######## block 1 ########
===== config.mk =====
export PLATFORM = sky130hd
export DESIGN_NAME = pc_addr_unit
export DESIGN_NICKNAME = d
export VERILOG_FILES = /design/src/rtl/pc_addr_unit.sv
export SDC_FILE = /design/constraint.sdc
export NUM_CORES = 1
export LEC_CHECK = 0
export CAP_MARGIN = 10
export CORE_MARGIN = 1.5
export CORE_UTILIZATION = 42
export DETAILED_ROUTE_END_ITERATION = 6
export GPL_ROUTABILITY_DRIVEN = 0
export PLACE_DENSITY = 0.89
export SLEW_MARGIN = 20
export SYNTH_ARGS = -nofsm -noshare
export SYNTH_HDL_FRONTEND = slang
export SYNTH_SLANG_ARGS = --single-unit

===== constraint.sdc =====
create_clock -name clk -period 2.3 [get_ports clk]
set_clock_uncertainty 0.2 [all_clocks]
set_input_delay 0.23 -clock clk [delete_from_list [all_inputs] [get_ports clk]]
set_output_delay 0.23 -clock clk [all_outputs]
set_load 0.02 [all_outputs]

===== src/rtl/pc_addr_unit.sv =====
// pc_addr_unit: program counter and memory-address stage behind the CPU
// control FSM. Holds the PC and the data-address register, resolves
// branches/calls/returns against the status flags, and drives the single
// memory address bus.
//
// Ports:
//   clk            system clock, rising-edge
//   reset          asynchronous active-low reset
//   load_pc        PC update strobe for this edge
//   reset_pc       with load_pc: load RESET_VECTOR (highest priority)
//   trigger_branch with load_pc: resolve branch/call/return
//   addr_sel       1: mem_addr = pc, 0: mem_addr = data_addr
//   load_addr      capture datapath_out into data_addr
//   opcode/op/cond instruction fields from IR
//   sximm8         sign-extended 8-bit immediate (relative offset)
//   datapath_out   datapath C register (data address, BX/BLX target)
//   Z, N, V        status flags
//   pc             current PC register
//   return_addr    zero-extended pc, written to R7 by BL/BLX
//   mem_addr       memory address bus (combinational mux)
//   branch_taken   one-cycle pulse after a taken branch/call/return
//   bad_branch     one-cycle pulse after an undecodable branch encoding
module pc_addr_unit #(
  parameter int unsigned             PC_WIDTH     = 9,
  parameter logic [PC_WIDTH-1:0]     RESET_VECTOR = '0
) (
  input  logic                clk,
  input  logic                reset,
  input  logic                load_pc,
  input  logic                reset_pc,
  input  logic                trigger_branch,
  input  logic                addr_sel,
  input  logic                load_addr,
  input  logic [2:0]          opcode,
  input  logic [1:0]          op,
  input  logic [2:0]          cond,
  input  logic [15:0]         sximm8,
  input  logic [15:0]         datapath_out,
  input  logic                Z,
  input  logic                N,
  input  logic                V,
  output logic [PC_WIDTH-1:0] pc,
  output logic [15:0]         return_addr,
  output logic [PC_WIDTH-1:0] mem_addr,
  output logic                branch_taken,
  output logic                bad_branch
);

  // Outcome of decoding the branch fields for the current instruction.
  typedef enum logic [1:0] {
    DEC_HOLD,   // valid conditional branch, not taken
    DEC_REL,    // taken, PC-relative target
    DEC_ABS,    // taken, register target (BX/BLX)
    DEC_BAD     // undecodable encoding
  } dec_e;

  dec_e                dec;
  logic                cond_true;
  logic [PC_WIDTH-1:0] data_addr;
  logic [PC_WIDTH-1:0] rel_target;
  logic [PC_WIDTH-1:0] abs_target;
  logic                unused_hi_bits;

  // Targets truncate to PC_WIDTH, so relative branches wrap naturally.
  assign rel_target = pc + sximm8[PC_WIDTH-1:0];
  assign abs_target = datapath_out[PC_WIDTH-1:0];
  assign unused_hi_bits = ^{sximm8[15:PC_WIDTH], datapath_out[15:PC_WIDTH]};

  always_comb begin
    cond_true = 1'b0;
    dec       = DEC_BAD;
    unique case (cond)
      3'b000:  cond_true = 1'b1;
      3'b001:  cond_true = Z;
      3'b010:  cond_true = ~Z;
      3'b011:  cond_true = N ^ V;
      3'b100:  cond_true = (N ^ V) | Z;
      default: cond_true = 1'b0;
    endcase

    if (opcode == 3'b001 && op == 2'b00) begin
      if (cond > 3'b100)  dec = DEC_BAD;
      else if (cond_true) dec = DEC_REL;
      else                dec = DEC_HOLD;
    end else if (opcode == 3'b010 && op == 2'b11) begin
      dec = DEC_REL;
    end else if (opcode == 3'b010 && (op == 2'b00 || op == 2'b10)) begin
      dec = DEC_ABS;
    end else begin
      dec = DEC_BAD;
    end
  end

  always_ff @(posedge clk or negedge reset) begin
    if (!reset) begin
      pc           <= RESET_VECTOR;
      data_addr    <= '0;
      branch_taken <= 1'b0;
      bad_branch   <= 1'b0;
    end else begin
      branch_taken <= 1'b0;
      bad_branch   <= 1'b0;

      if (load_pc) begin
        if (reset_pc) begin
          pc <= RESET_VECTOR;
        end else if (trigger_branch) begin
          unique case (dec)
            DEC_REL: begin
              pc           <= rel_target;
              branch_taken <= 1'b1;
            end
            DEC_ABS: begin
              pc           <= abs_target;
              branch_taken <= 1'b1;
            end
            DEC_BAD:  bad_branch <= 1'b1;
            default:  ;  // not taken: PC already points past the branch
          endcase
        end else begin
          pc <= pc + PC_WIDTH'(1);
        end
      end

      if (load_addr)
        data_addr <= datapath_out[PC_WIDTH-1:0];
    end
  end

  assign mem_addr    = addr_sel ? pc : data_addr;
  assign return_addr = 16'(pc);

endmodule


######## block 2 ########
--- config.mk ---
export PLATFORM = sky130hd
export DESIGN_NAME = mux_tree_pipe
export DESIGN_NICKNAME = d
export VERILOG_FILES = /design/src/rtl/mux_tree_pipe.sv
export SDC_FILE = /design/constraint.sdc
export NUM_CORES = 1
export LEC_CHECK = 0
export ABC_AREA = 1
export CAP_MARGIN = 20
export CORE_AREA = 2 2 242 244
export CTS_CLUSTER_SIZE = 24
export DETAILED_ROUTE_END_ITERATION = 6
export DIE_AREA = 0 0 244 246
export PLACE_DENSITY_LB_ADDON = 0.05
export SLEW_MARGIN = 20
export SYNTH_ARGS = -nofsm -noshare
export SYNTH_HDL_FRONTEND = slang
export SYNTH_SLANG_ARGS = --single-unit
--- constraint.sdc ---
create_clock -name clk -period 1.2 [get_ports clk]
set_input_delay 0.18 -clock clk [delete_from_list [all_inputs] [get_ports clk]]
set_output_delay 0.18 -clock clk [all_outputs]
set_load 0.02 [all_outputs]
--- src/rtl/mux_tree_pipe.sv ---
// Purpose: N-way binary mux tree selecting one source word, its valid and the select index.
// Latency: (PIPE_STRIDE == 0) ? 0 : floor(DEPTH / PIPE_STRIDE) cycles; a register follows every PIPE_STRIDE-th level.
// Backpressure: en = 0 freezes every stage register; a zero-latency tree ignores en.
//
// Ports:
//   clk, rst_n       clock (rising edge) and asynchronous active-low reset
//   en               pipeline advance; 0 holds all stage registers
//   in_data          N_INPUTS packed source words; source k at [k*DATA_WIDTH +: DATA_WIDTH]
//   in_valid         per-source valid
//   sel, sel_valid   binary source index and its qualifier
//   out_data         selected word (passes through even when out_valid is 0)
//   out_valid        selected source valid, select valid and in range
//   out_sel          select value that produced out_data
//   out_err          sel_valid was set with sel >= N_INPUTS
module mux_tree_pipe #(
    parameter int N_INPUTS    = 8,
    parameter int DATA_WIDTH  = 64,
    parameter int PIPE_STRIDE = 1,
    parameter int SEL_WIDTH   = $clog2(N_INPUTS)
) (
    input  logic                           clk,
    input  logic                           rst_n,
    input  logic                           en,
    input  logic [N_INPUTS*DATA_WIDTH-1:0] in_data,
    input  logic [N_INPUTS-1:0]            in_valid,
    input  logic [SEL_WIDTH-1:0]           sel,
    input  logic                           sel_valid,
    output logic [DATA_WIDTH-1:0]          out_data,
    output logic                           out_valid,
    output logic [SEL_WIDTH-1:0]           out_sel,
    output logic                           out_err
);

    localparam int DEPTH      = SEL_WIDTH;
    localparam int LEAVES     = 1 << DEPTH;
    // Guards the modulo below when the tree is fully combinational.
    localparam int STRIDE_DIV = (PIPE_STRIDE == 0) ? 1 : PIPE_STRIDE;

    // Range check is done once at the leaves and then travels with the word,
    // so it lines up with the data no matter how many stages are inserted.
    logic in_err;
    assign in_err = sel_valid & ({1'b0, sel} >= (SEL_WIDTH + 1)'(N_INPUTS));

    // Level 0 is the padded leaf row; level DEPTH is the root. Each level
    // exposes its (possibly registered) node outputs to the next level.
    // Select, sel_valid and err are common to every node of a level, so one
    // copy per level is kept. The full select is carried: it holds both the
    // bits still to be consumed downstream and the value reported on out_sel.
    for (genvar i = 0; i <= DEPTH; i++) begin : g_lvl
        localparam int NODES = LEAVES >> i;

        logic [NODES*DATA_WIDTH-1:0] dat;
        logic [NODES-1:0]            vld;
        logic [SEL_WIDTH-1:0]        sel_s;
        logic                        sv_s;
        logic                        err_s;

        if (i == 0) begin : g_leaf
            // Padded leaves carry data 0 and valid 0.
            if (LEAVES > N_INPUTS) begin : g_pad
                assign dat = {{((LEAVES - N_INPUTS) * DATA_WIDTH){1'b0}}, in_data};
                assign vld = {{(LEAVES - N_INPUTS){1'b0}}, in_valid};
            end else begin : g_nopad
                assign dat = in_data;
                assign vld = in_valid;
            end
            assign sel_s = sel;
            assign sv_s  = sel_valid;
            assign err_s = in_err;
        end else begin : g_node
            logic [NODES*DATA_WIDTH-1:0] dat_d;
            logic [NODES-1:0]            vld_d;

            // Node j of level i picks child 2j or 2j+1 of level i-1 with sel[i-1].
            always_comb begin
                dat_d = '0;
                vld_d = '0;
                for (int j = 0; j < NODES; j++) begin
                    if (g_lvl[i-1].sel_s[i-1]) begin
                        dat_d[j*DATA_WIDTH +: DATA_WIDTH] = g_lvl[i-1].dat[(2*j+1)*DATA_WIDTH +: DATA_WIDTH];
                        vld_d[j]                          = g_lvl[i-1].vld[2*j+1];
                    end else begin
                        dat_d[j*DATA_WIDTH +: DATA_WIDTH] = g_lvl[i-1].dat[(2*j)*DATA_WIDTH +: DATA_WIDTH];
                        vld_d[j]                          = g_lvl[i-1].vld[2*j];
                    end
                end
            end

            if ((PIPE_STRIDE != 0) && ((i % STRIDE_DIV) == 0)) begin : g_reg
                logic [NODES*DATA_WIDTH-1:0] dat_q;
                logic [NODES-1:0]            vld_q;
                logic [SEL_WIDTH-1:0]        sel_q;
                logic                        sv_q;
                logic                        err_q;

                // Reset discards in-flight words; en = 0 freezes the stage
                // and leaves the upstream values unsampled.
                always_ff @(posedge clk or negedge rst_n) begin
                    if (!rst_n) begin
                        dat_q <= '0;
                        vld_q <= '0;
                        sel_q <= '0;
                        sv_q  <= 1'b0;
                        err_q <= 1'b0;
                    end else if (en) begin
                        dat_q <= dat_d;
                        vld_q <= vld_d;
                        sel_q <= g_lvl[i-1].sel_s;
                        sv_q  <= g_lvl[i-1].sv_s;
                        err_q <= g_lvl[i-1].err_s;
                    end
                end

                assign dat   = dat_q;
                assign vld   = vld_q;
                assign sel_s = sel_q;
                assign sv_s  = sv_q;
                assign err_s = err_q;
            end else begin : g_comb
                assign dat   = dat_d;
                assign vld   = vld_d;
                assign sel_s = g_lvl[i-1].sel_s;
                assign sv_s  = g_lvl[i-1].sv_s;
                assign err_s = g_lvl[i-1].err_s;
            end
        end
    end

    // err forces out_valid low even if the out-of-range path happened to
    // land on a leaf whose valid is set.
    assign out_data  = g_lvl[DEPTH].dat;
    assign out_valid = g_lvl[DEPTH].vld[0] & g_lvl[DEPTH].sv_s & ~g_lvl[DEPTH].err_s;
    assign out_sel   = g_lvl[DEPTH].sel_s;
    assign out_err   = g_lvl[DEPTH].err_s;

endmodule

Fig. 1: block 1, metal 2
Scale: 6 px per um.
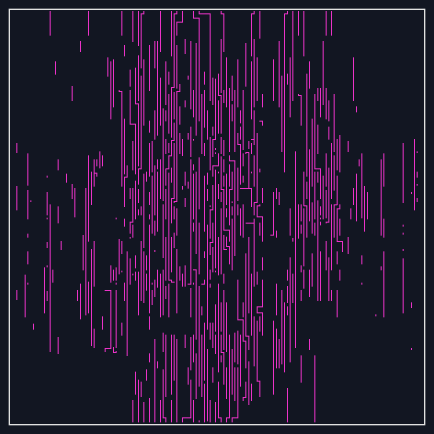
- wire length on this layer: 2600 um
- longest straight run: 32.6 um
- share of all routed wire: 48%
- nets with wire on the layer: 300
- main direction: vertical

==> impl_metrics.tcl, block 1 <==
# place-and-route summary
set metrics [dict create \
    drv_slew 0 \
    ff_type "dfrtp_1" \
    power_mw 1.51 \
    top_usage_layer "met2" \
    end_kind "register" \
    core_area_um2 4090 \
    die-width_um 69.0 \
    worstSkewPairLatency_ns 0.26 \
    outcome "finished, violations left" \
    ir_worst_vdd_uv 318 \
    finalWorstSetupSlack_ns -0.0176 \
    antenna_found_initial 0 \
    use_met3 0.0292 \
    grt_pass1_wl_mm 8.23 \
    cellPowerDensity_nw_per_um2 546 \
    grt_usage 0.233 \
    ys_area_um2 1830 \
    cp_slowest_cell "a211o_1" \
    drive_gt1_frac 0.282 \
    setup_violations 1 \
    power_frac_comb 0.552 \
    io_pins 86 \
    violations "negative setup slack" \
    placed_cells 330 \
    final_util 0.678 \
    die_h_um 69.0 \
    drtIter0Drc 98 \
    seqPwrFrac 0.293 \
    syn_area_um2 1830 \
    instances_no_fill 334 \
    maxCapViolations 0 \
    final_cell_area_um2 2770 \
    wl_per_cell_um 16.2 \
]
block 1: cell type report:
cell class                      instances  area [um2]
Timing Repair Buffer                   92         853
Sequential cell                        20         500
Inverter                                9        33.8
Fill cell                             323        1320
Tap cell                               50        62.6
Multi-Input combinational cell        160        1280
Clock buffer                            3        41.3
block 1: worst paths after layout:
path / start / end / slack, ns / cells after the start
max: N / pc[6] / -0.02 / 11
min: reset / pc[2] / 0.14 / 2
max reg2reg: pc[0] / pc[6] / 0.06 / 8
min reg2reg: data_addr[5] / data_addr[5] / 0.31 / 1
max in group asynchronous: reset / data_addr[6] / 1.54 / 2
min in group clk: data_addr[5] / data_addr[5] / 0.31 / 1
block 1: cell families (layout without fill, tap and decap cells):
| logic type | Yosys count | count (layout) | share of synthesized area |
|---|---|---|---|
| XOR/XNOR | 5 | 5 | 0.0239 |
| buffers and inverters | 30 | 104 | 0.0958 |
| multiplexers | 25 | 25 | 0.150 |
| flip-flops | 20 | 20 | 0.274 |
| AND-OR/OR-AND | 52 | 52 | 0.208 |
| AND/OR/NAND/NOR | 59 | 59 | 0.160 |
| other | 1 | 7 | 0.00205 |
| adder cells (fa/ha/maj) | 12 | 12 | 0.0862 |
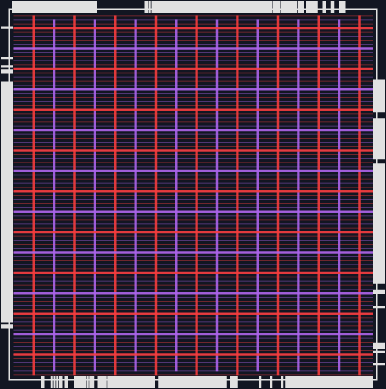
Fig. 2. Power grid (block 2).
Scale: 1.5 px per um. Pins as bars on the die edge.
- purple: VDD
- red: VSS
- met4 straps: 17
- met1 rails: 89
- met5 straps: 17

==> impl_metrics.tcl, block 2 <==
# place-and-route summary
set metrics [dict create \
    outcome "finished, violations left" \
    violations "negative setup slack" \
    grt_pass1_vias 24400 \
    grt_max_degree 62 \
    r2r_end "g_lvl[2].dat[2]" \
    nWellTaps 765 \
    min_path_type "input port to async pin" \
    ant_nets 0 \
    rsz0062_at_grt "yes" \
    flop-count 467 \
    cellPowerDensity_nw_per_um2 1280 \
    ff_type "dfrtp_1" \
    drtPass1Iterations 5 \
    comb_area_um2 11100 \
    io_buffers 594 \
    synthToLayoutAreaGrowth_pct 51.1 \
    p_sw_mw 14.9 \
    leakagePower_nw 22.3 \
    highest_layer "met4" \
    reg2regPathDepth 7 \
    setup_violations 197 \
    htreeDepth 2 \
    postSynthAreaPerCell_um2 6.55 \
    ff_latch_area_um2 11700 \
    arrival_ns 1.22 \
    chipArea_um2 60000 \
    final_cell_mix "1673 x nand2_1, 911 x inv_1, 523 x clkdlybuf4s50_1" \
    grt_usage 0.282 \
    seqAreaFraction 0.303 \
    seqPwrFrac 0.388 \
    syn_inst 3894 \
    dr_wl_met3_mm 5.09 \
    cp_data_required_time_ns 1.02 \
    io_pins 596 \
    cts_buffer_depth 3 \
    worstSkewPairLatency_ns 0.60 \
    worst_setup_path_start_kind "register" \
    wl_met2_mm 45.0 \
    pre_cts_ws_ns -0.00703 \
    ys.flops 467 \
    finalNetCount 5093 \
    worstReg2RegStart "g_lvl[1].g_node.g_reg.sel_q[1]" \
    finalWorstSetupSlack_ns -0.205 \
]
-- block 2: power groups by stage --
stage	combinational, mW	clock, mW	sequential, mW
final	13.1	17.1	19.2
after detailed placement	10.5	0	19.3
after CTS	11.8	17.3	19.1
after floorplan	4.78	0	19.4
after global placement	10.4	0	19.3
after global routing	14.4	17.9	19.4
-- block 2: cells by family after synthesis --
kind of cell,count (synthesis),share of synthesized area
other,1,0.000147
AND/OR/NAND/NOR,2302,0.361
buffers and inverters,1119,0.179
AND-OR/OR-AND,5,0.000981
flip-flops,467,0.458
-- block 2: timing repair --
action / CTS / global route
gates cloned: 21 / 16
buffers inserted: 27 / 26
endpoints found under the setup margin: 152 / 245
pin swaps: 25 / 170
resized: 436 / 360
hold buffers: 3 / 0
hold endpoints to repair: 472 / 0
-- block 2: stage by stage --
stage          total power, mW  area (um2)
6_report                  49.3       38500
5_1_grt                   51.7       38500
4_1_cts                   48.2       36600
3_5_place_dp              29.8       33200
3_3_place_gp              29.7       33200
2_1_floorplan             24.2       25500
-- block 2: critical path, stage by stage, from the launching register on --
cell	delay [ns]
dfrtp_1	0.39
nand2_1	0.07
inv_1	0.04
buf_6	0.13


==> gallery <==
Placement density heat map.
picture 1
Scale: 6 px per um. 7 x 7 tiles, from black (low) to pale yellow (high), 0 to 100% covered.
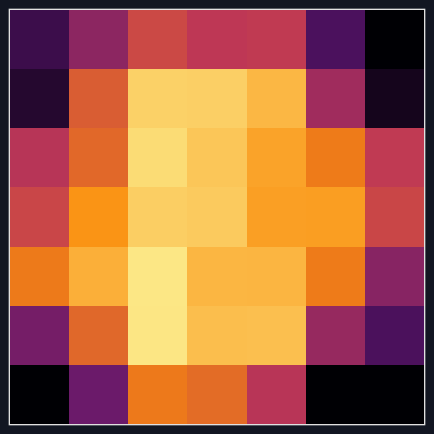
picture 2
Scale: 1.5 px per um. 24 x 25 tiles, from black (low) to pale yellow (high), 0 to 100% covered.
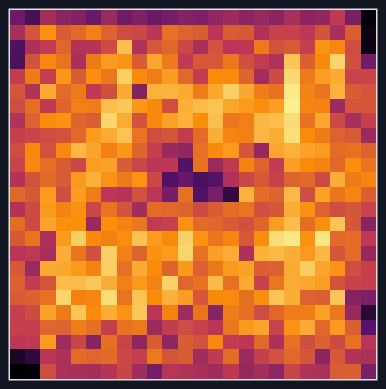
Block 2 is picture 2.
Block 1 is picture 1.

No activity file was given, so power comes from the tool's default toggle rates.
